######## fetch_decode_latch ########
### Signal wires by layer, fetch_decode_latch

Scale: 4 px per µm.
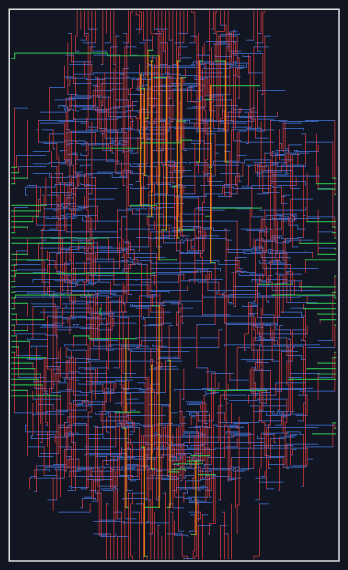

### src/rtl/fetch_decode_latch.sv
`default_nettype none
// ============================================================================
//  Module      : fetch_decode_latch
//  Description : IF/ID pipeline register with a one-entry skid buffer.
//                Captures each fetched word and its PC+4, holds it across
//                decode stalls, squashes it on flush, and parks a word that
//                arrives during a stall so that fetch does not have to
//                refetch it. A valid HALT reaching decode freezes the latch
//                until reset.
//  Revision    : 1.0 - initial release
// ============================================================================
module fetch_decode_latch #(
    parameter int          WORD_W      = 32,
    parameter logic [31:0] NOP_INSTR   = 32'h0,
    parameter logic [5:0]  HALT_OPCODE = 6'h3F
) (
    input  logic              CLK,
    input  logic              nRST,
    input  logic              ihit,
    input  logic [WORD_W-1:0] imemload,
    input  logic [WORD_W-1:0] npc_i,
    input  logic              stall,
    input  logic              flush,
    output logic [WORD_W-1:0] instr_o,
    output logic [WORD_W-1:0] npc_o,
    output logic              valid_o,
    output logic              fetch_stall,
    output logic              halt_o
);

    typedef enum logic [1:0] {
        ST_RUN    = 2'd0,
        ST_SKID   = 2'd1,
        ST_HALTED = 2'd2
    } state_t;

    localparam logic [WORD_W-1:0] c_bubble_instr = NOP_INSTR[WORD_W-1:0];
    localparam logic [WORD_W-1:0] c_zero_word    = '0;

    state_t              state_q,      state_d;
    logic [WORD_W-1:0]   instr_q,      instr_d;
    logic [WORD_W-1:0]   npc_q,        npc_d;
    logic                valid_q,      valid_d;
    logic [WORD_W-1:0]   skid_instr_q, skid_instr_d;
    logic [WORD_W-1:0]   skid_npc_q,   skid_npc_d;
    logic                halt_q,       halt_d;

    logic                w_fetch_stall;
    logic                w_accept;
    logic                w_main_is_halt;

    // Fetch handshake and HALT detection on the word currently in decode.
    always_comb begin
        w_fetch_stall  = (state_q == ST_SKID) || (state_q == ST_HALTED);
        w_accept       = ihit && !w_fetch_stall && !flush;
        w_main_is_halt = valid_q && (instr_q[WORD_W-1 -: 6] == HALT_OPCODE);
    end

    // Next-state logic: flush beats halt detection, which beats stall/normal flow.
    always_comb begin
        state_d      = state_q;
        instr_d      = instr_q;
        npc_d        = npc_q;
        valid_d      = valid_q;
        skid_instr_d = skid_instr_q;
        skid_npc_d   = skid_npc_q;
        halt_d       = halt_q;

        case (state_q)
            ST_HALTED: begin
                // Frozen until reset; flush and fetch are ignored.
            end
            default: begin
                if (flush) begin
                    instr_d      = c_bubble_instr;
                    npc_d        = c_zero_word;
                    valid_d      = 1'b0;
                    skid_instr_d = c_zero_word;
                    skid_npc_d   = c_zero_word;
                    state_d      = ST_RUN;
                end else if (w_main_is_halt) begin
                    // HALT is in decode: keep it there, drop anything younger.
                    halt_d       = 1'b1;
                    skid_instr_d = c_zero_word;
                    skid_npc_d   = c_zero_word;
                    state_d      = ST_HALTED;
                end else if (state_q == ST_SKID) begin
                    if (!stall) begin
                        instr_d      = skid_instr_q;
                        npc_d        = skid_npc_q;
                        valid_d      = 1'b1;
                        skid_instr_d = c_zero_word;
                        skid_npc_d   = c_zero_word;
                        state_d      = ST_RUN;
                    end
                end else if (stall) begin
                    // Decode holds its word; park an arriving word in the skid.
                    if (w_accept) begin
                        skid_instr_d = imemload;
                        skid_npc_d   = npc_i;
                        state_d      = ST_SKID;
                    end
                end else if (w_accept) begin
                    instr_d = imemload;
                    npc_d   = npc_i;
                    valid_d = 1'b1;
                end else begin
                    instr_d = c_bubble_instr;
                    npc_d   = c_zero_word;
                    valid_d = 1'b0;
                end
            end
        endcase
    end

    // State and data registers with synchronous active-low reset.
    always_ff @(posedge CLK) begin
        if (!nRST) begin
            state_q      <= ST_RUN;
            instr_q      <= c_bubble_instr;
            npc_q        <= c_zero_word;
            valid_q      <= 1'b0;
            skid_instr_q <= c_zero_word;
            skid_npc_q   <= c_zero_word;
            halt_q       <= 1'b0;
        end else begin
            state_q      <= state_d;
            instr_q      <= instr_d;
            npc_q        <= npc_d;
            valid_q      <= valid_d;
            skid_instr_q <= skid_instr_d;
            skid_npc_q   <= skid_npc_d;
            halt_q       <= halt_d;
        end
    end

    assign instr_o     = instr_q;
    assign npc_o       = npc_q;
    assign valid_o     = valid_q;
    assign fetch_stall = w_fetch_stall;
    assign halt_o      = halt_q;

endmodule
`default_nettype wire

### config.mk
export PLATFORM = sky130hd
export DESIGN_NAME = fetch_decode_latch
export DESIGN_NICKNAME = d
export VERILOG_FILES = /design/src/rtl/fetch_decode_latch.sv
export SDC_FILE = /design/constraint.sdc
export NUM_CORES = 1
export LEC_CHECK = 0
export CAP_MARGIN = 10
export CORE_ASPECT_RATIO = 1.75
export CORE_MARGIN = 4
export CORE_UTILIZATION = 51
export CTS_BUF_LIST = sky130_fd_sc_hd__clkbuf_16
export DETAILED_ROUTE_END_ITERATION = 16
export PLACE_DENSITY = 0.86
export SLEW_MARGIN = 20
export SYNTH_ARGS = -nofsm -noshare
export SYNTH_HDL_FRONTEND = slang
export SYNTH_SLANG_ARGS = --single-unit
### constraint.sdc
create_clock -name CLK -period 4.8 [get_ports CLK]
set_input_delay 0.72 -clock CLK [delete_from_list [all_inputs] [get_ports CLK]]
set_output_delay 0.72 -clock CLK [all_outputs]
set_load 0.02 [all_outputs]
######## q100_lsu ########
## src/rtl/q100_pkg.sv

```systemverilog
// Shared types for the q100 load/store unit: access sizes and FSM states.
package q100_pkg;

    typedef enum logic [1:0] {
        BYTE = 2'd0,
        HALF = 2'd1,
        WORD = 2'd2,
        RSVD = 2'd3
    } lsu_size_e;

    typedef enum logic [1:0] {
        IDLE = 2'd0,
        LOAD = 2'd1,
        RSP  = 2'd2
    } lsu_state_e;

endpackage

```

## src/rtl/q100_lsu_lane.sv

```systemverilog
// Combinational lane steering: store data replication, byte-enable generation,
// and load lane select with sign/zero extension.
module q100_lsu_lane
    import q100_pkg::*;
#(
    parameter int DTCM_DATA_WIDTH = 32,
    parameter int DTCM_BANK       = 4,
    parameter int LANE_W          = $clog2(DTCM_BANK)
) (
    input  lsu_size_e                  st_size,
    input  logic [LANE_W-1:0]          st_lane,
    input  logic [31:0]                st_wdata,
    output logic [DTCM_DATA_WIDTH-1:0] wdata_rep,
    output logic [DTCM_BANK-1:0]       byte_en,
    input  lsu_size_e                  ld_size,
    input  logic [LANE_W-1:0]          ld_lane,
    input  logic                       ld_unsigned,
    input  logic [DTCM_DATA_WIDTH-1:0] ld_word,
    output logic [31:0]                ld_data
);

    logic [DTCM_BANK-1:0]       be_base;
    logic [DTCM_DATA_WIDTH-1:0] shifted;
    logic [31:0]                sel;

    always_comb begin
        wdata_rep = '0;
        for (int i = 0; i < DTCM_BANK; i++) begin
            case (st_size)
                BYTE:    wdata_rep[8*i +: 8] = st_wdata[7:0];
                HALF:    wdata_rep[8*i +: 8] = st_wdata[8*(i%2) +: 8];
                default: wdata_rep[8*i +: 8] = st_wdata[8*(i%4) +: 8];
            endcase
        end
    end

    // The lane index is already naturally aligned by the caller, so a plain shift suffices.
    always_comb begin
        case (st_size)
            BYTE:    be_base = DTCM_BANK'(4'b0001);
            HALF:    be_base = DTCM_BANK'(4'b0011);
            WORD:    be_base = DTCM_BANK'(4'b1111);
            default: be_base = '0;
        endcase
        byte_en = be_base << st_lane;
    end

    always_comb begin
        shifted = ld_word >> {ld_lane, 3'b000};
        sel     = shifted[31:0];
        case (ld_size)
            BYTE:    ld_data = {{24{~ld_unsigned & sel[7]}}, sel[7:0]};
            HALF:    ld_data = {{16{~ld_unsigned & sel[15]}}, sel[15:0]};
            WORD:    ld_data = sel;
            default: ld_data = '0;
        endcase
    end

endmodule

```

## src/rtl/q100_lsu.sv

```systemverilog
// Single-outstanding load/store unit in front of a 1-cycle-latency DTCM.
// Define Q100_LSU_MISALIGN_EXC_EN to fault misaligned accesses instead of force-aligning them.
module q100_lsu
    import q100_pkg::*;
#(
    parameter int DTCM_DATA_WIDTH = 32,
    parameter int DTCM_ADDR_WIDTH = 12,
    parameter int DTCM_BANK       = 4
) (
    input  logic                       clk,
    input  logic                       rst,
    // req: accepted when req_valid && req_ready; req_ready is high only in IDLE.
    // rsp: rsp_valid/rsp_rdata/rsp_err hold until rsp_valid && rsp_ready.
    input  logic                       req_valid,
    output logic                       req_ready,
    input  logic                       req_we,
    input  logic [1:0]                 req_size,
    input  logic                       req_unsigned,
    input  logic [DTCM_ADDR_WIDTH-1:0] req_addr,
    input  logic [31:0]                req_wdata,
    output logic                       rsp_valid,
    input  logic                       rsp_ready,
    output logic [31:0]                rsp_rdata,
    output logic                       rsp_err,
    output logic [DTCM_ADDR_WIDTH-1:0] dtcm_addr_o,
    output logic [DTCM_BANK-1:0]       dtcm_we_o,
    output logic [DTCM_DATA_WIDTH-1:0] dtcm_wdata_o,
    input  logic [DTCM_DATA_WIDTH-1:0] dtcm_rdata_i,
    output lsu_state_e                 dbg_state
);

    localparam int LANE_W = $clog2(DTCM_BANK);

    lsu_state_e                 state_q, state_d;
    lsu_size_e                  req_size_e, size_q;
    logic [DTCM_ADDR_WIDTH-1:0] eff_addr, addr_q;
    logic                       uns_q;
    logic                       accept, acc_err;
    logic [DTCM_BANK-1:0]       byte_en;
    logic [31:0]                ld_data;

    assign req_size_e = lsu_size_e'(req_size);

    always_comb begin
        eff_addr = req_addr;
        case (req_size_e)
            HALF:    eff_addr[0]   = 1'b0;
            WORD:    eff_addr[1:0] = 2'b00;
            default: eff_addr      = req_addr;
        endcase
    end

`ifdef Q100_LSU_MISALIGN_EXC_EN
    logic misalign;
    assign misalign = (req_size_e == HALF && req_addr[0]) ||
                      (req_size_e == WORD && req_addr[1:0] != 2'b00);
    assign acc_err  = (req_size_e == RSVD) || misalign;
`else
    assign acc_err  = (req_size_e == RSVD);
`endif

    assign req_ready = (state_q == IDLE) && !rst;
    assign accept    = req_valid && req_ready;
    assign rsp_valid = (state_q == RSP) && !rst;
    assign dbg_state = state_q;

    // Outside IDLE the registered address stays on the bus; it is harmless since writes only occur at accept.
    assign dtcm_addr_o = (state_q == IDLE) ? eff_addr : addr_q;
    assign dtcm_we_o   = (accept && req_we && !acc_err) ? byte_en : '0;

    q100_lsu_lane #(
        .DTCM_DATA_WIDTH(DTCM_DATA_WIDTH),
        .DTCM_BANK      (DTCM_BANK)
    ) u_lane (
        .st_size    (req_size_e),
        .st_lane    (eff_addr[LANE_W-1:0]),
        .st_wdata   (req_wdata),
        .wdata_rep  (dtcm_wdata_o),
        .byte_en    (byte_en),
        .ld_size    (size_q),
        .ld_lane    (addr_q[LANE_W-1:0]),
        .ld_unsigned(uns_q),
        .ld_word    (dtcm_rdata_i),
        .ld_data    (ld_data)
    );

    always_comb begin
        state_d = state_q;
        case (state_q)
            IDLE:    if (accept) state_d = (acc_err || req_we) ? RSP : LOAD;
            LOAD:    state_d = RSP;
            RSP:     if (rsp_ready) state_d = IDLE;
            default: state_d = IDLE;
        endcase
    end

    always_ff @(posedge clk) begin
        if (rst) state_q <= IDLE;
        else     state_q <= state_d;
    end

    always_ff @(posedge clk) begin
        if (rst) begin
            addr_q    <= '0;
            size_q    <= BYTE;
            uns_q     <= 1'b0;
            rsp_rdata <= '0;
            rsp_err   <= 1'b0;
        end else begin
            if (accept) begin
                addr_q    <= eff_addr;
                size_q    <= req_size_e;
                uns_q     <= req_unsigned;
                rsp_rdata <= '0;
                rsp_err   <= acc_err;
            end
            if (state_q == LOAD) rsp_rdata <= ld_data;
        end
    end

endmodule

```

## config.mk

```make
export PLATFORM = sky130hd
export DESIGN_NAME = q100_lsu
export DESIGN_NICKNAME = d
export VERILOG_FILES = /design/src/rtl/q100_pkg.sv /design/src/rtl/q100_lsu_lane.sv /design/src/rtl/q100_lsu.sv
export SDC_FILE = /design/constraint.sdc
export NUM_CORES = 1
export LEC_CHECK = 0
export ABC_AREA = 1
export ABC_CLOCK_PERIOD_IN_PS = 2009
export CAP_MARGIN = 40
export CELL_PAD_IN_SITES_DETAIL_PLACEMENT = 0
export CELL_PAD_IN_SITES_GLOBAL_PLACEMENT = 1
export CORE_ASPECT_RATIO = 1.2
export CORE_MARGIN = 3
export CORE_UTILIZATION = 26
export DETAILED_ROUTE_END_ITERATION = 10
export GPL_ROUTABILITY_DRIVEN = 0
export GPL_TIMING_DRIVEN = 0
export PLACE_DENSITY = 0.85
export SLEW_MARGIN = 20
export SYNTH_ARGS = -nofsm -noshare
export SYNTH_HDL_FRONTEND = slang
export SYNTH_SLANG_ARGS = --single-unit
```

## constraint.sdc

```tcl
create_clock -name clk -period 2.01 [get_ports clk]
set_input_delay 0.402 -clock clk [delete_from_list [all_inputs] [get_ports clk]]
set_output_delay 0.402 -clock clk [all_outputs]
set_load 0.02 [all_outputs]
```

######## result_display_ctrl ########
===== src/rtl/result_display_ctrl_pkg.sv =====
// Shared types and constants for the result display controller: FSM states,
// seven-segment glyphs (active-low {a,b,c,d,e,f,g}) and element indices.
package result_display_ctrl_pkg;

   typedef enum logic [1:0] {
      IDLE = 2'd0,
      CONV = 2'd1,
      SHOW = 2'd2
   } state_e;

   localparam logic [6:0] SEG_DASH  = 7'b1111110;
   localparam logic [6:0] SEG_BLANK = 7'b1111111;

   localparam logic [1:0] IDX_C00 = 2'd0;
   localparam logic [1:0] IDX_C01 = 2'd1;
   localparam logic [1:0] IDX_C10 = 2'd2;
   localparam logic [1:0] IDX_C11 = 2'd3;

   // 16-entry hex-to-segment table, active-low.
   function automatic logic [6:0] hex_to_seg(input logic [3:0] v);
      logic [6:0] s;
      case (v)
         4'h0:    s = 7'b0000001;
         4'h1:    s = 7'b1001111;
         4'h2:    s = 7'b0010010;
         4'h3:    s = 7'b0000110;
         4'h4:    s = 7'b1001100;
         4'h5:    s = 7'b0100100;
         4'h6:    s = 7'b0100000;
         4'h7:    s = 7'b0001111;
         4'h8:    s = 7'b0000000;
         4'h9:    s = 7'b0000100;
         4'hA:    s = 7'b0001000;
         4'hB:    s = 7'b1100000;
         4'hC:    s = 7'b0110001;
         4'hD:    s = 7'b1000010;
         4'hE:    s = 7'b0110000;
         4'hF:    s = 7'b0111000;
         default: s = SEG_DASH;
      endcase
      return s;
   endfunction

   // Number of decimal digits needed for the largest w-bit unsigned value.
   function automatic int bcd_digits(input int w);
      int unsigned max_v;
      int          n;
      max_v = (32'd1 << w) - 32'd1;
      n     = 1;
      while (max_v >= 32'd10) begin
         max_v = max_v / 32'd10;
         n     = n + 1;
      end
      return n;
   endfunction

endpackage


===== src/rtl/result_display_ctrl_bin2bcd_seq.sv =====
// Sequential double-dabble: start loads the operand, one shift per cycle,
// valid rises after exactly RES_W shifts and holds until the next start.
module bin2bcd_seq
   import result_display_ctrl_pkg::*;
#(
   parameter int RES_W = 8,
   parameter int NDIG  = bcd_digits(RES_W)
) (
   input  logic                clk,
   input  logic                rst_ni,
   input  logic                start_i,
   input  logic [RES_W-1:0]    bin_i,
   output logic                busy_o,
   output logic                valid_o,
   output logic [4*NDIG-1:0]   bcd_o
);

   localparam int BCD_W = 4 * NDIG;
   localparam int CNT_W = $clog2(RES_W + 1);
   localparam logic [CNT_W-1:0] CNT_LAST = CNT_W'(RES_W - 1);

   logic [RES_W-1:0] bin_q, bin_d, bin_sh_s;
   logic [BCD_W-1:0] bcd_q, bcd_d, bcd_sh_s, adj_s;
   logic [CNT_W-1:0] cnt_q, cnt_d;
   logic             busy_q, busy_d;
   logic             valid_q, valid_d;

   // Add-3 correction on every nibble >= 5, then shift {bcd,bin} left by one.
   always_comb begin
      adj_s = bcd_q;
      for (int i = 0; i < NDIG; i++) begin
         if (bcd_q[4*i +: 4] >= 4'd5) begin
            adj_s[4*i +: 4] = bcd_q[4*i +: 4] + 4'd3;
         end else begin
            adj_s[4*i +: 4] = bcd_q[4*i +: 4];
         end
      end
      {bcd_sh_s, bin_sh_s} = {adj_s, bin_q} << 1'b1;
   end

   // Load / step / finish control.
   always_comb begin
      bin_d   = bin_q;
      bcd_d   = bcd_q;
      cnt_d   = cnt_q;
      busy_d  = busy_q;
      valid_d = valid_q;
      if (start_i) begin
         bin_d   = bin_i;
         bcd_d   = '0;
         cnt_d   = '0;
         busy_d  = 1'b1;
         valid_d = 1'b0;
      end else if (busy_q) begin
         bin_d = bin_sh_s;
         bcd_d = bcd_sh_s;
         cnt_d = cnt_q + CNT_W'(1);
         if (cnt_q == CNT_LAST) begin
            busy_d  = 1'b0;
            valid_d = 1'b1;
         end else begin
            busy_d  = 1'b1;
         end
      end else begin
         busy_d = 1'b0;
      end
   end

   // Converter state registers.
   always_ff @(posedge clk or negedge rst_ni) begin
      if (!rst_ni) begin
         bin_q   <= '0;
         bcd_q   <= '0;
         cnt_q   <= '0;
         busy_q  <= 1'b0;
         valid_q <= 1'b0;
      end else begin
         bin_q   <= bin_d;
         bcd_q   <= bcd_d;
         cnt_q   <= cnt_d;
         busy_q  <= busy_d;
         valid_q <= valid_d;
      end
   end

   assign busy_o  = busy_q;
   assign valid_o = valid_q;
   assign bcd_o   = bcd_q;

endmodule


===== src/rtl/result_display_ctrl.sv =====
// Button-driven selection of one 2x2 result element, BCD conversion and
// 4-digit multiplexed seven-segment display with leading-zero blanking.
module result_display_ctrl
   import result_display_ctrl_pkg::*;
#(
   parameter int RES_W       = 8,
   parameter int REFRESH_DIV = 100000
) (
   input  logic               clk,
   input  logic               rst,
   input  logic               done,
   input  logic [4*RES_W-1:0] res_flat,
   input  logic               up_clean,
   input  logic               left_clean,
   input  logic               right_clean,
   input  logic               down_clean,
   output logic               conv_done,
   output logic [1:0]         sel_idx,
   output logic [3:0]         anode,
   output logic [6:0]         seg,
   output logic               dp
);

   localparam int NDIG   = bcd_digits(RES_W);
   localparam int SCAN_W = (REFRESH_DIV > 1) ? $clog2(REFRESH_DIV) : 1;
   localparam logic [SCAN_W-1:0] SCAN_LAST = SCAN_W'(REFRESH_DIV - 1);

   logic [3:0]        btn_s, btn_q, edge_s;
   logic              edge_any_s;
   logic [1:0]        edge_idx_s;
   logic [RES_W-1:0]  conv_bin_s;
   logic              conv_start_s;

   state_e            state_q, state_d;
   logic [1:0]        sel_q, sel_d;
   logic              conv_done_q, conv_done_d;
   logic [11:0]       disp_q, disp_d;

   logic [4*NDIG-1:0] bcd_s;
   logic              bcd_busy_s, bcd_valid_s;

   logic [SCAN_W-1:0] scan_cnt_q, scan_cnt_d;
   logic [1:0]        digit_q, digit_d;
   logic [3:0]        anode_q, anode_d;
   logic [6:0]        seg_q, glyph_s;
   logic              dp_q, dp_s;

   // Bit order matches element index: up=C00, left=C01, right=C10, down=C11.
   assign btn_s      = {down_clean, right_clean, left_clean, up_clean};
   assign edge_s     = btn_s & ~btn_q;
   assign edge_any_s = |edge_s;

   // Priority pick of simultaneous edges and the matching result slice.
   always_comb begin
      if (edge_s[0]) begin
         edge_idx_s = IDX_C00;
      end else if (edge_s[1]) begin
         edge_idx_s = IDX_C01;
      end else if (edge_s[2]) begin
         edge_idx_s = IDX_C10;
      end else begin
         edge_idx_s = IDX_C11;
      end
      case (edge_idx_s)
         IDX_C00: conv_bin_s = res_flat[0*RES_W +: RES_W];
         IDX_C01: conv_bin_s = res_flat[1*RES_W +: RES_W];
         IDX_C10: conv_bin_s = res_flat[2*RES_W +: RES_W];
         IDX_C11: conv_bin_s = res_flat[3*RES_W +: RES_W];
         default: conv_bin_s = '0;
      endcase
   end

   bin2bcd_seq #(
      .RES_W (RES_W),
      .NDIG  (NDIG)
   ) u_bin2bcd (
      .clk     (clk),
      .rst_ni  (rst),
      .start_i (conv_start_s),
      .bin_i   (conv_bin_s),
      .busy_o  (bcd_busy_s),
      .valid_o (bcd_valid_s),
      .bcd_o   (bcd_s)
   );

   // Next state: done low forces IDLE and swallows any edge in that cycle.
   always_comb begin
      state_d      = state_q;
      sel_d        = sel_q;
      conv_done_d  = conv_done_q;
      disp_d       = disp_q;
      conv_start_s = 1'b0;
      if (!done) begin
         state_d     = IDLE;
         conv_done_d = 1'b0;
      end else begin
         case (state_q)
            IDLE, SHOW: begin
               if (edge_any_s) begin
                  state_d      = CONV;
                  sel_d        = edge_idx_s;
                  conv_start_s = 1'b1;
                  conv_done_d  = 1'b0;
               end else begin
                  state_d = state_q;
               end
            end
            CONV: begin
               if (bcd_valid_s && !bcd_busy_s) begin
                  state_d     = SHOW;
                  disp_d      = 12'(bcd_s);
                  conv_done_d = 1'b1;
               end else begin
                  state_d = CONV;
               end
            end
            default: begin
               state_d     = IDLE;
               conv_done_d = 1'b0;
            end
         endcase
      end
   end

   // Glyph for the digit being scanned; only SHOW displays real content.
   always_comb begin
      glyph_s = SEG_DASH;
      dp_s    = 1'b1;
      if (state_q == SHOW) begin
         case (digit_q)
            2'd3: begin
               glyph_s = hex_to_seg({2'b00, sel_q});
               dp_s    = 1'b0;
            end
            2'd2: glyph_s = (disp_q[11:8] == 4'd0) ? SEG_BLANK : hex_to_seg(disp_q[11:8]);
            2'd1: glyph_s = (disp_q[11:4] == 8'd0) ? SEG_BLANK : hex_to_seg(disp_q[7:4]);
            2'd0: glyph_s = hex_to_seg(disp_q[3:0]);
            default: glyph_s = SEG_DASH;
         endcase
      end else begin
         glyph_s = SEG_DASH;
      end
   end

   // Free-running scan divider and digit pointer.
   always_comb begin
      if (scan_cnt_q == SCAN_LAST) begin
         scan_cnt_d = '0;
         digit_d    = digit_q + 2'd1;
      end else begin
         scan_cnt_d = scan_cnt_q + SCAN_W'(1);
         digit_d    = digit_q;
      end
      anode_d = ~(4'b0001 << digit_q);
   end

   // Edge sampling, FSM and data registers.
   always_ff @(posedge clk or negedge rst) begin
      if (!rst) begin
         btn_q       <= 4'b0000;
         state_q     <= IDLE;
         sel_q       <= IDX_C00;
         conv_done_q <= 1'b0;
         disp_q      <= 12'h000;
      end else begin
         btn_q       <= btn_s;
         state_q     <= state_d;
         sel_q       <= sel_d;
         conv_done_q <= conv_done_d;
         disp_q      <= disp_d;
      end
   end

   // Scan counter and display outputs; anode, seg and dp update together.
   always_ff @(posedge clk or negedge rst) begin
      if (!rst) begin
         scan_cnt_q <= '0;
         digit_q    <= 2'd0;
         anode_q    <= 4'b1110;
         seg_q      <= SEG_DASH;
         dp_q       <= 1'b1;
      end else begin
         scan_cnt_q <= scan_cnt_d;
         digit_q    <= digit_d;
         anode_q    <= anode_d;
         seg_q      <= glyph_s;
         dp_q       <= dp_s;
      end
   end

   assign conv_done = conv_done_q;
   assign sel_idx   = sel_q;
   assign anode     = anode_q;
   assign seg       = seg_q;
   assign dp        = dp_q;

endmodule


===== config.mk =====
export PLATFORM = sky130hd
export DESIGN_NAME = result_display_ctrl
export DESIGN_NICKNAME = d
export VERILOG_FILES = /design/src/rtl/result_display_ctrl_pkg.sv /design/src/rtl/result_display_ctrl_bin2bcd_seq.sv /design/src/rtl/result_display_ctrl.sv
export SDC_FILE = /design/constraint.sdc
export NUM_CORES = 1
export LEC_CHECK = 0
export CAP_MARGIN = 20
export CORE_ASPECT_RATIO = 1.25
export CORE_MARGIN = 4
export CORE_UTILIZATION = 50
export CTS_BUF_LIST = sky130_fd_sc_hd__clkbuf_4 sky130_fd_sc_hd__clkbuf_8 sky130_fd_sc_hd__clkbuf_16
export CTS_CLUSTER_SIZE = 12
export DETAILED_ROUTE_END_ITERATION = 10
export GPL_TIMING_DRIVEN = 0
export PLACE_DENSITY_LB_ADDON = 0.3
export SYNTH_ARGS = -nofsm -noshare
export SYNTH_HDL_FRONTEND = slang
export SYNTH_SLANG_ARGS = --single-unit

===== constraint.sdc =====
create_clock -name clk -period 2.05 [get_ports clk]
set_clock_uncertainty 0.2 [all_clocks]
set_input_delay 0.41 -clock clk [delete_from_list [all_inputs] [get_ports clk]]
set_output_delay 0.41 -clock clk [all_outputs]
set_load 0.01 [all_outputs]

######## tbird_seq_lights ########
## config.mk

```make
export PLATFORM = sky130hd
export DESIGN_NAME = tbird_seq_lights
export DESIGN_NICKNAME = d
export VERILOG_FILES = /design/src/rtl/tbird_seq_lights.sv
export SDC_FILE = /design/constraint.sdc
export NUM_CORES = 1
export LEC_CHECK = 0
export CORE_UTILIZATION = 34
export DETAILED_ROUTE_END_ITERATION = 16
export PLACE_DENSITY = 0.55
export REMOVE_ABC_BUFFERS = 1
export SLEW_MARGIN = 20
export SYNTH_ARGS = -nofsm -noshare
export SYNTH_HDL_FRONTEND = slang
export SYNTH_SLANG_ARGS = --single-unit
```

## constraint.sdc

```tcl
create_clock -name clk -period 4.15 [get_ports clk]
set_clock_uncertainty 0.1 [all_clocks]
set_input_delay 0.415 -clock clk [delete_from_list [all_inputs] [get_ports clk]]
set_output_delay 0.415 -clock clk [all_outputs]
set_load 0.01 [all_outputs]
```

## src/rtl/tbird_seq_lights.sv

```systemverilog
// rtl/tbird_seq_lights.sv - parametrised tail-light sequencer with hazard mode and brake overlay
module tbird_seq_lights #(
    parameter int N_LAMPS  = 3,
    parameter int TICK_DIV = 4
) (
    input  logic               clk,
    input  logic               rst,
    input  logic               left,
    input  logic               right,
    input  logic               haz,
    input  logic               brake,
    output logic [N_LAMPS-1:0] l_lights,
    output logic [N_LAMPS-1:0] r_lights,
    output logic               busy
);
    localparam int PW = $clog2(N_LAMPS + 1);
    localparam int CW = (TICK_DIV > 1) ? $clog2(TICK_DIV) : 1;

    typedef enum logic [2:0] {
        IDLE    = 3'd0,
        LEFT    = 3'd1,
        RIGHT   = 3'd2,
        HAZ_ON  = 3'd3,
        HAZ_OFF = 3'd4
    } state_t;

    state_t          state_q, state_d;
    logic [PW-1:0]   pos_q, pos_d;
    logic [CW-1:0]   cnt_q, cnt_d;
    logic            step;
    logic            hz;
    logic [N_LAMPS-1:0] therm;
    logic [N_LAMPS-1:0] ones;

    assign step  = (cnt_q == CW'(TICK_DIV - 1));
    assign cnt_d = step ? '0 : cnt_q + 1'b1;
    assign hz    = haz | (left & right);
    assign ones  = '1;

    always_ff @(posedge clk or posedge rst) begin
        if (rst) begin
            state_q <= IDLE;
            pos_q   <= '0;
            cnt_q   <= '0;
        end else begin
            state_q <= state_d;
            pos_q   <= pos_d;
            cnt_q   <= cnt_d;
        end
    end

    // Requests are only looked at on step cycles; a started sweep yields only to haz.
    always_comb begin
        state_d = state_q;
        pos_d   = pos_q;
        if (step) begin
            case (state_q)
                IDLE: begin
                    if (hz) begin
                        state_d = HAZ_ON;
                    end else if (left) begin
                        state_d = LEFT;
                        pos_d   = PW'(1);
                    end else if (right) begin
                        state_d = RIGHT;
                        pos_d   = PW'(1);
                    end
                end
                LEFT, RIGHT: begin
                    if (haz) begin
                        state_d = HAZ_ON;
                        pos_d   = '0;
                    end else if (pos_q < PW'(N_LAMPS)) begin
                        pos_d = pos_q + 1'b1;
                    end else begin
                        state_d = IDLE;
                        pos_d   = '0;
                    end
                end
                HAZ_ON:  state_d = HAZ_OFF;
                HAZ_OFF: state_d = hz ? HAZ_ON : IDLE;
                default: begin
                    state_d = IDLE;
                    pos_d   = '0;
                end
            endcase
        end
    end

    always_comb begin
        therm = '0;
        for (int i = 0; i < N_LAMPS; i++) begin
            therm[i] = (i < int'(pos_q));
        end
    end

    // Brake lights the non-swept side(s); the hazard states ignore it. Reset blanks everything.
    always_comb begin
        l_lights = '0;
        r_lights = '0;
        case (state_q)
            IDLE: begin
                if (brake) begin
                    l_lights = ones;
                    r_lights = ones;
                end
            end
            LEFT: begin
                l_lights = therm;
                if (brake) r_lights = ones;
            end
            RIGHT: begin
                r_lights = therm;
                if (brake) l_lights = ones;
            end
            HAZ_ON: begin
                l_lights = ones;
                r_lights = ones;
            end
            default: begin
                l_lights = '0;
                r_lights = '0;
            end
        endcase
        if (rst) begin
            l_lights = '0;
            r_lights = '0;
        end
    end

    assign busy = (state_q != IDLE);

endmodule

```


==> gallery <==
Signal wires by layer.
panel A
Scale: 10 px per µm.
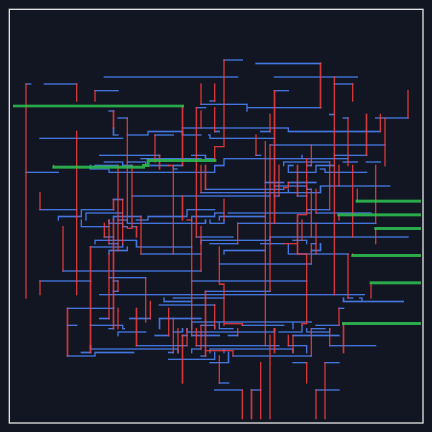
panel B
Scale: 3 px per µm.
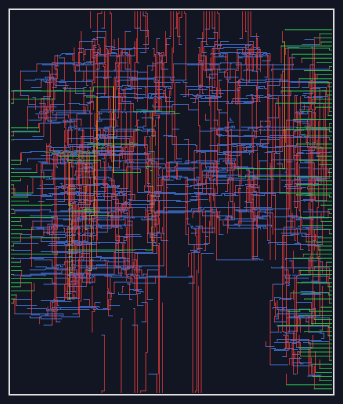
panel C
Scale: 3 px per µm.
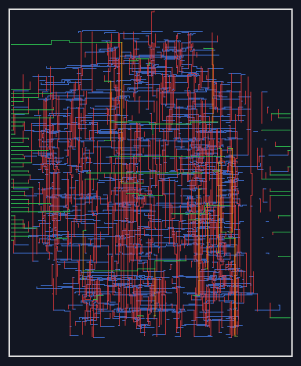
panel A: tbird_seq_lights
panel B: q100_lsu
panel C: result_display_ctrl
- least wire: panel A
- most wire: panel B

### I/O nets highlighted, tbird_seq_lights

Scale: 12 px per µm.
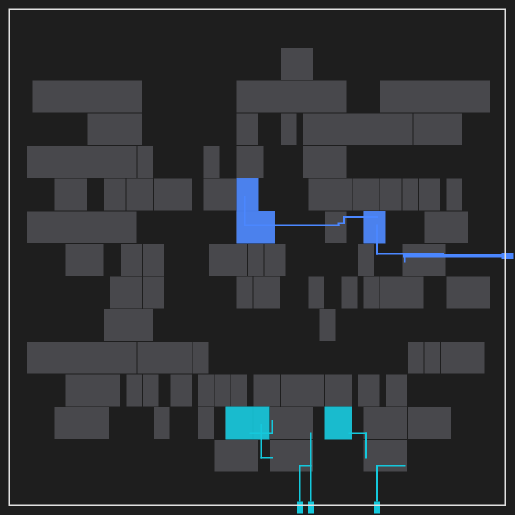
legend:
  blue:
    port: right
    bits: 1
    direction: input
    end_cells: 3
    buffers: 1
    wire: 30.6 µm
  cyan:
    port: r_lights
    bits: 3
    direction: output
    end_cells: 3
    buffers: 3
    wire: 24.5 µm
io pins: 13
I/O Buffers: 12

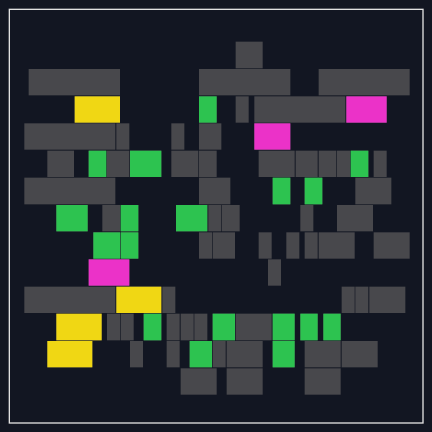
*Gate-type map, tbird_seq_lights*
Scale: 10 px per µm.
legend:
  green:
    family: inverting AOI/OAI gates
    cells: 18
    most_used: o21ai_0
  magenta:
    family: multiplexers
    cells: 3
  yellow:
    family: adder and majority cells
    cells: 4
    most_used: ha_1
Final Non-Filler Cells: 95
logic share of the area: 47.05%

==> flow_metrics.py, tbird_seq_lights <==
# Auto-generated metrics
metrics = {
    "drt": {
        "wire_per_inst_um": 12.57,
        "drtIter0Drc": 13,
        "wl_met1_um": 649,
    },
    "run": {
        "warnings": 27,
    },
    "clocking": {
        "root_buffer": "clkbuf_4",
        "cts.repair.resized": 0,
        "clk_latency_ns": 0.25,
        "cts_buffers": 3,
    },
    "synthesis": {
        "yosys_area_um2": 523.0,
        "common_cells": "10 x nor2_1, 7 x dfrtp_1, 7 x nand2_1",
        "yosys_cells": 66,
    },
    "floorplanning": {
        "core_mm2": 0.001366,
        "chipArea_mm2": 0.001699,
        "dieHeight_um": 41.22,
        "die_w_um": 41.22,
    },
    "final_layout": {
        "lay_top_cells": "12 x clkdlybuf4s50_1, 10 x nor2_1, 7 x nand2_1, 7 x dfrtp_1, 6 x o21ai_0",
        "regArea_um2": 175.2,
        "largest_class": "multi-input combinational cells",
        "layout_top_cell": "clkdlybuf4s50_1",
        "num-fill-cells": 150,
    },
    "global_route": {
        "use_met1_pct": 21.38,
    },
    "power_and_ir_drop": {
        "power-top-group": "combinational logic",
        "power_leakage_nw": 0.2998,
    },
    "setup_path": {
        "crit_family": "flip-flops",
        "start_kind": "flip-flop",
    },
    "run_status": {
        "status": "completed",
    },
    "sta": {
        "period_needed_ns": 2.345,
        "fmax_ghz": 0.4264,
        "whs_ns": 0.3183,
    },
    "hold_path": {
        "hold_path_end": "cnt_q[0]",
    },
}
==> tbird_seq_lights: cell families (layout without fill, tap and decap cells) <==
group	Yosys count	after routing
and+or+nand+nor	25	25
AOI/OAI and AO/OA	19	19
DFF	7	7
buffers and inverters	7	21
adders and majority gates	4	4
muxes	3	3
xor gates and xnor gates	1	1
==> tbird_seq_lights: sequential cells by signal (all words and copies together), names as in the netlist <==
| register | flops |
|---|---|
| state_q | 3 |
| cnt_q | 2 |
| pos_q | 2 |
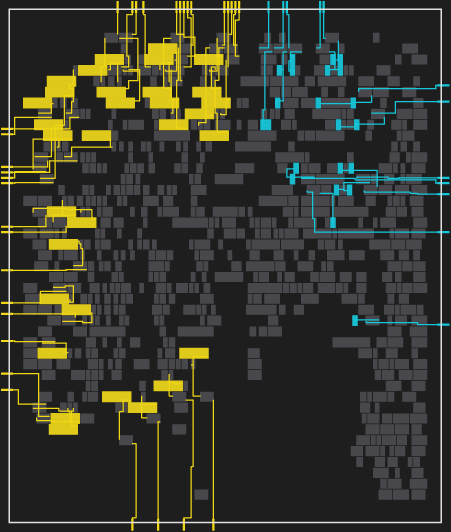
*I/O nets highlighted, q100_lsu*
Scale: 4 px per µm.
legend:
  cyan:
    port: req_addr
    bits: 12
    direction: input
    end_cells: 22
    buffers: 12
    wire: 372 µm
  yellow:
    port: rsp_rdata
    bits: 32
    direction: output
    end_cells: 32
    buffers: 32
    wire: 950 µm
io pins: 169
I/O Buffers: 167

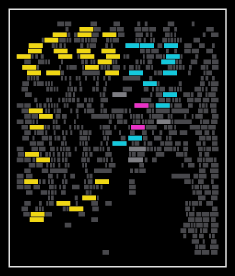
*Sequential cells grouped by signal name, q100_lsu*
Scale: 2 px per µm. Other sequential cells in the stronger grey, the rest of the logic in the fainter grey.
legend:
  magenta:
    signal: size_q
    placed_flops: 2
  yellow:
    signal: rsp_rdata
    placed_flops: 32
  cyan:
    signal: addr_q
    placed_flops: 12
not coloured: 4
Reg area: 0.001006 mm²
fin util: 45.69%
Seq power: 0.00106 W
flop share of the area: 18.60%

==> flow_metrics.py, q100_lsu <==
# Auto-generated metrics
metrics = {
    "global_route": {
        "use_met2_pct": 33.97,
        "grt_max_degree": 17,
        "antenna_found_initial": 0,
        "grt_pass1_vias": 4082,
    },
    "floorplanning": {
        "core_mm2": 0.01184,
        "die_w_um": 107.6,
        "num_rows": 43,
    },
    "sta": {
        "setup_tns_ns": 0,
        "finClkSkew_ns": 0.007301,
        "fmax_ghz": 0.4984,
    },
    "place": {
        "post_dp_cell_area_mm2": 0.005091,
    },
    "run": {
        "warnings": 32,
    },
    "setup_path": {
        "r2r-start": "dbg_state[1]",
        "path_depth": 5,
        "start_kind": "input pin",
    },
    "hold_path": {
        "hold_path_class": "in2reg",
    },
    "clocking": {
        "cts_sinks": 50,
        "cts_setup_buffers": 9,
    },
    "final_layout": {
        "ff_count": 50,
        "fin_nets": 764,
        "clock_area_share_pct": 2.869,
    },
    "run_status": {
        "status": "completed",
    },
    "synthesis": {
        "yosys_area_mm2": 0.003223,
    },
}
q100_lsu: worst min path at each step:
stage / to / slack, ns / cells after the start
final: size_q[0] / 0.41 / 3
after global routing: size_q[0] / 0.42 / 3
after CTS: size_q[0] / 0.43 / 3
after detailed placement: addr_q[9] / 0.45 / 2
after global placement: addr_q[11] / 0.45 / 2
after floorplan: addr_q[10] / 0.43 / 2
q100_lsu: stage by stage:
stage	setup slack, ns	power (W)
floorplan	0.01322	0.001692
global placement	-1.354	0.002210
detailed placement	-1.375	0.002219
CTS	-0.08044	0.003131
global route	-0.08147	0.003289
finish	0.003576	0.003116
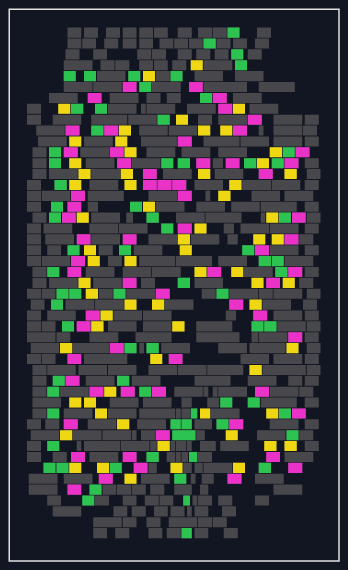
*Gate-type map, fetch_decode_latch*
Scale: 4 px per µm.
legend:
  yellow:
    family: AND-OR and OR-AND gates
    cells: 66
    most_used: a22o_1
  green:
    family: inverting AOI/OAI gates
    cells: 72
    most_used: o2bb2ai_1
    where: spread over the die
  magenta:
    family: multiplexers
    cells: 64
    most_used: mux2i_1
Final Non-Filler Cells: 653
logic share of the area: 29.44%
most frequent logic cell in the layout: clkdlybuf4s50_1

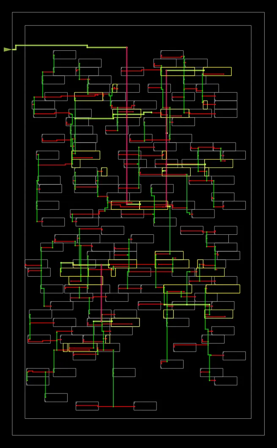
*Clock routing, fetch_decode_latch*
clock sinks: 132
Num CTS Buffers: 17

About 'Signal wires by layer' of fetch_decode_latch:
legend:
  green:
    layer: met3
    wire_length: 575 µm
  blue:
    layer: met1
    wire_length: 4980 µm
  red:
    layer: met2
    wire_length: 6660 µm
  orange:
    layer: met4
    wire_length: 573 µm
GR Util All Layers: 23.81%
via count: 3795
WL/cell: 19.58 µm
final wirelength: 12.79 mm

==> flow_metrics.py, fetch_decode_latch <==
# Auto-generated metrics
metrics = {
    "place": {
        "place_ws_ns": 1.712,
        "port_buffers": 135,
        "dp.cells": 621,
        "place.gp.congestion": 0.9174,
    },
    "synthesis": {
        "ys_seq_share_pct": 54.00,
        "syn_inst": 394,
        "top_cell_area_share_pct": 54.00,
        "xor_share_pct": 0,
        "common_cells": "132 x dfxtp_1, 64 x a22o_1, 64 x mux2i_1, 64 x o2bb2ai_1",
        "syn_area_mm2": 0.004893,
        "mux_share_pct": 13.09,
        "topCombFamilyByArea": "AND-OR/OR-AND gates",
        "yosys_cells": 394,
    },
    "final_layout": {
        "largest_class": "sequential cells",
        "diodes": 0,
        "n_all_buffers": 139,
        "comb_cells": 222,
        "post-route-cell-area_mm2": 0.006799,
        "inv_count": 6,
        "clock_area_share_pct": 8.796,
        "drive_above_1_share_pct": 6.591,
    },
    "setup_path": {
        "r2r_slack_ns": 1.69,
        "start_kind": "flip-flop",
        "crit_path_top_delay_cell": "buf_4",
        "endpoint": "npc_o[4]",
        "crit_family": "buffers and inverters",
        "critPathArrivalTime_ns": 3.43,
        "end_kind": "flip-flop",
        "path_class": "reg2reg",
    },
    "power_and_ir_drop": {
        "p_int_w": 0.002089,
        "power_leakage_nw": 2.434,
        "pwr-share-comb_pct": 8.4,
        "p_total_w": 0.002662,
    },
    "hold_path": {
        "hp-start": "instr_o[24]",
    },
    "sta": {
        "setup_violations": 0,
        "worst_slack_ns": 1.695,
        "setup_tns_ns": 0,
        "finalClockPeriodUsage_pct": 64.69,
    },
    "clocking": {
        "cts_tree": "yes",
        "htreeDepth": 4,
    },
    "drt": {
        "firstDrtPassIters": 4,
    },
    "run_status": {
        "status": "completed",
    },
    "run": {
        "maxCapViolations": 0,
    },
}
==> fetch_decode_latch: per-layer routing <==
layer | track usage (%) | vias to the layer above | share of wire (%)
met5 | 0 | - | 0
met2 | 39.42 | 138 | 52
li1 | - | 1772 | -
met4 | 14.23 | 0 | 4.5
met3 | 7.199 | 40 | 4.5
met1 | 26.24 | 1845 | 39
==> fetch_decode_latch: state kept, by name (all words and copies together), names as in the netlist <==
register / count
instr_o: 32
skid_instr_q: 32
npc_o: 32
valid_o: 1
halt_o: 1
skid_npc_q: 32
state_q: 2
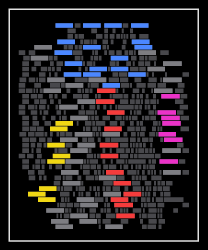
*Sequential cells grouped by signal name, result_display_ctrl*
Scale: 2 px per µm. Other sequential cells in the stronger grey, the rest of the logic in the fainter grey.
legend:
  magenta:
    signal: seg
    placed_flops: 7
    where: middle right
  red:
    signal: disp_q
    placed_flops: 12
  blue:
    signal: scan_cnt_q
    placed_flops: 17
    where: top centre
  yellow:
    signal: u_bin2bcd.bin_q
    placed_flops: 8
not coloured: 34
Reg area: 0.001972 mm²
Seq power: 0.00211 W
fin util: 64.19%
flop share of the area: 34.74%

==> flow_metrics.py, result_display_ctrl <==
# Auto-generated metrics
metrics = {
    "sta": {
        "fmax_ghz": 0.4697,
        "finalClockPeriodUsage_pct": 103.8,
        "worst_slack_ns": -0.07883,
        "whs_ns": 0.2983,
        "setup_tns_ns": -0.07883,
        "setup_violations": 1,
    },
    "setup_path": {
        "r2r_cells": 7,
        "required_ns": 2.13,
        "crit_family": "AND-OR/OR-AND gates",
        "worstReg2RegEnd": "seg[6]",
        "slowest_delay_ns": 0.46,
        "path_depth": 7,
        "end_kind": "flip-flop",
        "r2r_slack_ns": -0.08,
    },
    "drt": {
        "vias": 3706,
        "drcViolationCount": 0,
        "drt-total-wl_mm": 10.08,
        "wire_per_inst_um": 14.78,
    },
    "synthesis": {
        "yosys_area_mm2": 0.004596,
        "yosysMostFrequentCell": "dfrtp_1",
        "syn-num-nets": 551,
        "synth.avg_cell_area_um2": 9.614,
        "async_flop_share_pct": 100.0,
        "post_synth_fa_ha_maj_area_fraction_pct": 9.257,
        "ys.flop_type": "dfrtp_1",
        "syn_inst": 478,
        "ys.warnings.count": 0,
        "yosys_cells": 478,
        "edf_count": 0,
    },
    "global_route": {
        "grt_pass1_vias": 3764,
        "grt_max_degree": 55,
        "overflow": 0,
        "grt_pass1_wl_mm": 17.03,
    },
    "hold_path": {
        "hold_path_class": "in2async",
    },
    "floorplanning": {
        "floorplan.core_util_pct": 51.97,
        "core_mm2": 0.008843,
        "num_rows": 38,
    },
    "run_status": {
        "status": "complete, but fails checks",
        "violations": "setup timing",
    },
    "clocking": {
        "cts_sinks": 78,
        "cts_buffers": 9,
        "clk_latency_ns": 0.36,
        "cts_setup_buffers": 6,
        "hold_buffers": 1,
        "clockBufferDepth": 2,
        "cts.clk_slew.worst_paths_ns": 0.07,
    },
    "run": {
        "maxCapViolations": 0,
    },
    "power_and_ir_drop": {
        "p_total_w": 0.005208,
        "pwr-share-clk_pct": 19.2,
        "p_int_w": 0.003303,
        "power_frac_seq_pct": 40.6,
        "switching_power_w": 0.001905,
        "powerClk_w": 0.00100,
    },
    "place": {
        "dpl.hpwl_mm": 7.432,
        "place_ws_ns": -0.6470,
        "place.gp.congestion": 0.9432,
    },
    "final_layout": {
        "fin_cells": 682,
        "fin_nets": 632,
        "diodes": 0,
        "post-route-cell-area_mm2": 0.005677,
        "largest_reg_flops": 17,
    },
}
result_display_ctrl: cell type report:
class                   count  area share, %
repair buffers             70          12.17
flip-flops and latches     78          34.74
well taps                 120          2.645
multi-input cells         348          43.69
plain buffers              22          1.873
clock buffers              12          2.689
clock inverters             2         0.1763
inverters                  30          2.028
result_display_ctrl: layer usage:
metal | wire length, µm | track usage (%) | part of all wire [%] | vias up
met5 | 0 | 0 | 0 | -
met4 | 298 | 9.634 | 3.0 | 0
met3 | 594 | 5.497 | 5.9 | 24
met2 | 5352 | 36.14 | 53 | 105
met1 | 3831 | 21.62 | 38 | 1750
li1 | - | - | - | 1827

######## adc_fifo_reader ########
### Sequential cells grouped by signal name, adc_fifo_reader

Scale: 4 px per µm. Other sequential cells in the stronger grey, the rest of the logic in the fainter grey.
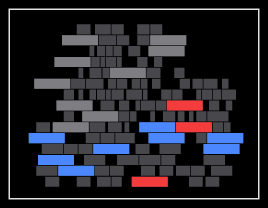
<file path="config.mk">
export PLATFORM = sky130hd
export DESIGN_NAME = adc_fifo_reader
export DESIGN_NICKNAME = d
export VERILOG_FILES = /design/src/rtl/adc_rd_pkg.sv /design/src/rtl/adc_fifo_reader.sv
export SDC_FILE = /design/constraint.sdc
export NUM_CORES = 1
export LEC_CHECK = 0
export CAP_MARGIN = 10
export CORE_AREA = 2 2 60 45
export CTS_CLUSTER_DIAMETER = 60
export CTS_CLUSTER_SIZE = 30
export DETAILED_ROUTE_END_ITERATION = 10
export DIE_AREA = 0 0 62 47
export PLACE_DENSITY = 0.75
export SLEW_MARGIN = 10
export SYNTH_ARGS = -nofsm -noshare
export SYNTH_HDL_FRONTEND = slang
export SYNTH_SLANG_ARGS = --single-unit
export TNS_END_PERCENT = 10
</file>
<file path="constraint.sdc">
create_clock -name ad0_clk -period 1.98 [get_ports ad0_clk]
set_clock_uncertainty 0.1 [all_clocks]
set_input_delay 0.495 -clock ad0_clk [delete_from_list [all_inputs] [get_ports ad0_clk]]
set_output_delay 0.495 -clock ad0_clk [all_outputs]
set_load 0.01 [all_outputs]
</file>
<file path="src/rtl/adc_rd_pkg.sv">
// Shared types and constants for the ADC FIFO reader.
// The HDR0/HDR1 states only exist when ADC_RD_HDR_EN is defined.
package adc_rd_pkg;

    localparam logic [7:0] SYNC_BYTE = 8'hD1;

`ifdef ADC_RD_HDR_EN
    localparam int HDR_BYTES = 2;

    typedef enum logic [2:0] {
        IDLE,
        HDR0,
        HDR1,
        FETCH,
        WAITD,
        SEND,
        DONE
    } rd_state_t;
`else
    localparam int HDR_BYTES = 0;

    typedef enum logic [2:0] {
        IDLE,
        FETCH,
        WAITD,
        SEND,
        DONE
    } rd_state_t;
`endif

endpackage

</file>
<file path="src/rtl/adc_fifo_reader.sv">
// Reads FRAME_LEN samples from a standard-mode capture FIFO and streams them out over valid/ready.
// Define ADC_RD_HDR_EN to prefix every frame with two SYNC_BYTE header bytes.
module adc_fifo_reader
    import adc_rd_pkg::*;
#(
    parameter int FRAME_LEN = 256
) (
    input  logic       ad0_clk,
    input  logic       rst_n,
    input  logic       start,
    input  logic [7:0] fifo_dout,
    input  logic       fifo_empty,
    output logic       fifo_rd_en,
    output logic [7:0] tx_data,
    output logic       tx_valid,
    input  logic       tx_ready,
    output logic       busy,
    output logic       frame_done
);

    // Handshake: a byte moves when tx_valid and tx_ready are both high on a clock edge;
    // tx_data/tx_valid never change while tx_valid=1 and tx_ready=0.

    localparam int              CNT_W    = $clog2(FRAME_LEN);
    localparam logic [CNT_W-1:0] CNT_LAST = CNT_W'(FRAME_LEN - 1);

    rd_state_t        state;
    rd_state_t        state_next;
    logic [CNT_W-1:0] cnt;

    logic accept;
    logic rd_en;
    logic load_sync;
    logic load_sample;
    logic drop_valid;
    logic cnt_inc;
    logic cnt_clr;
    logic done_pulse;

    assign accept = tx_valid & tx_ready;

    always_ff @(posedge ad0_clk or negedge rst_n) begin
        if (!rst_n) begin
            state <= IDLE;
        end else begin
            state <= state_next;
        end
    end

    always_comb begin
        state_next  = state;
        rd_en       = 1'b0;
        load_sync   = 1'b0;
        load_sample = 1'b0;
        drop_valid  = 1'b0;
        cnt_inc     = 1'b0;
        cnt_clr     = 1'b0;
        done_pulse  = 1'b0;

        case (state)
            IDLE: begin
                cnt_clr = 1'b1;
                if (start) begin
`ifdef ADC_RD_HDR_EN
                    state_next = HDR0;
                    load_sync  = 1'b1;
`else
                    state_next = FETCH;
`endif
                end
            end
`ifdef ADC_RD_HDR_EN
            HDR0: begin
                // Second sync byte follows back-to-back; no FIFO access during the header.
                if (accept) begin
                    state_next = HDR1;
                    load_sync  = 1'b1;
                end
            end
            HDR1: begin
                if (accept) begin
                    state_next = FETCH;
                    drop_valid = 1'b1;
                end
            end
`endif
            FETCH: begin
                if (!fifo_empty) begin
                    rd_en      = 1'b1;
                    state_next = WAITD;
                end
            end
            WAITD: begin
                load_sample = 1'b1;
                state_next  = SEND;
            end
            SEND: begin
                if (accept) begin
                    drop_valid = 1'b1;
                    // The last sample leaves the counter at FRAME_LEN-1 so it can never wrap.
                    if (cnt == CNT_LAST) begin
                        state_next = DONE;
                    end else begin
                        cnt_inc    = 1'b1;
                        state_next = FETCH;
                    end
                end
            end
            DONE: begin
                done_pulse = 1'b1;
                cnt_clr    = 1'b1;
                state_next = IDLE;
            end
            default: begin
                state_next = IDLE;
            end
        endcase
    end

    always_ff @(posedge ad0_clk or negedge rst_n) begin
        if (!rst_n) begin
            tx_data  <= 8'h00;
            tx_valid <= 1'b0;
            cnt      <= '0;
        end else begin
            if (load_sync) begin
                tx_data  <= SYNC_BYTE;
                tx_valid <= 1'b1;
            end else if (load_sample) begin
                tx_data  <= fifo_dout;
                tx_valid <= 1'b1;
            end else if (drop_valid) begin
                tx_valid <= 1'b0;
            end

            if (cnt_clr) begin
                cnt <= '0;
            end else if (cnt_inc) begin
                cnt <= cnt + 1'b1;
            end
        end
    end

    assign fifo_rd_en = rd_en;
    assign busy       = (state != IDLE);
    assign frame_done = done_pulse;

endmodule

</file>
==> flow_metrics.py <==
# Auto-generated metrics
metrics = {
    "setup_path": {
        "crit_family": "simple AND/OR/NAND/NOR gates",
        "r2r-start": "state[2]",
        "start_kind": "flip-flop",
    },
    "run": {
        "maxCapViolations": 0,
    },
    "clocking": {
        "cts_setup_buffers": 0,
        "root_buffer": "clkbuf_4",
        "cts_buffers": 3,
    },
    "drt": {
        "antenna_left": 0,
        "drcViolationCount": 0,
        "vias": 830,
    },
    "synthesis": {
        "edf_count": 0,
        "ys_sh_aoi_pct": 14.77,
        "ys.warnings.count": 0,
        "syn_area_mm2": 0.001076,
        "async_flop_share_pct": 100.0,
        "yosys_cells": 90,
    },
    "power_and_ir_drop": {
        "ir_drop_v": 0.0006645,
        "power-top-group": "combinational logic",
        "power_leakage_nw": 0.6133,
        "swShare_pct": 34.03,
    },
    "final_layout": {
        "post-route-cell-area_mm2": 0.001379,
        "inv_count": 4,
        "fin_cells": 153,
        "n_clock_buffer": 3,
        "comb_cells": 60,
        "ff_count": 20,
    },
    "sta": {
        "worst_pin_slew_ns": 0.3750,
        "setup_tns_ns": 0,
        "slew_violations": 0,
        "worst_slack_ns": 0.06223,
    },
    "global_route": {
        "antenna_found_initial": 0,
    },
    "run_status": {
        "status": "completed",
    },
}
Notes on 'Sequential cells grouped by signal name' of adc_fifo_reader above:
legend:
  blue:
    signal: tx_data
    placed_flops: 8
  red:
    signal: state
    placed_flops: 3
Seq power: 0.000684 W
flop share of the area: 36.30%
Reg area: 500.5 µm²

layer usage:
metal / wire, µm / track usage [%] / vias to the layer above
li1: - / - / 397
met1: 1068 / 23.22 / 412
met2: 1061 / 28.13 / 19
met3: 90 / 4.959 / 2
met4: 21 / 3.830 / 0
met5: 0 / 0 / -
worst reg2reg max path, cell delays in order, from the launching register on:
cell	delay, ns
dfrtp_1	0.43
buf_4	0.16
and2b_4	0.27
nor2b_4	0.37
mux2_4	0.34


==> notes/layouts.md <==
Pictures saved along the way, in no particular order.

Gate-type map.
(a)
Scale: 3 px per µm.
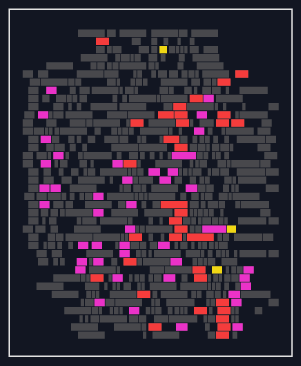
(b)
Scale: 6 px per µm.
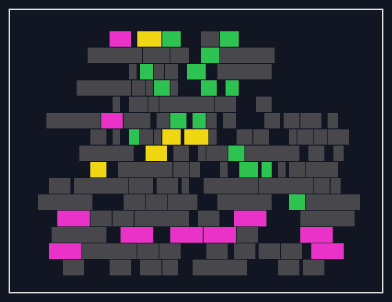
(c)
Scale: 3 px per µm.
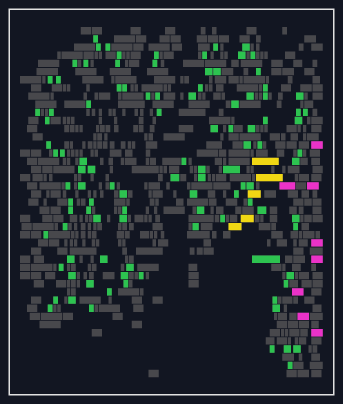
(a) is result_display_ctrl.
(c) is q100_lsu.
(b) is adc_fifo_reader.
The one with the largest die is (c).
The one with the fewest cells is (b).

Key to (b):
legend:
  green:
    family: inverting AOI/OAI gates
    cells: 15
    most_used: a211oi_1
  yellow:
    family: AND-OR and OR-AND gates
    cells: 5
    where: centre
  magenta:
    family: multiplexers
    cells: 10
    most_used: mux2_4

Power and IR drop assume default switching activity.
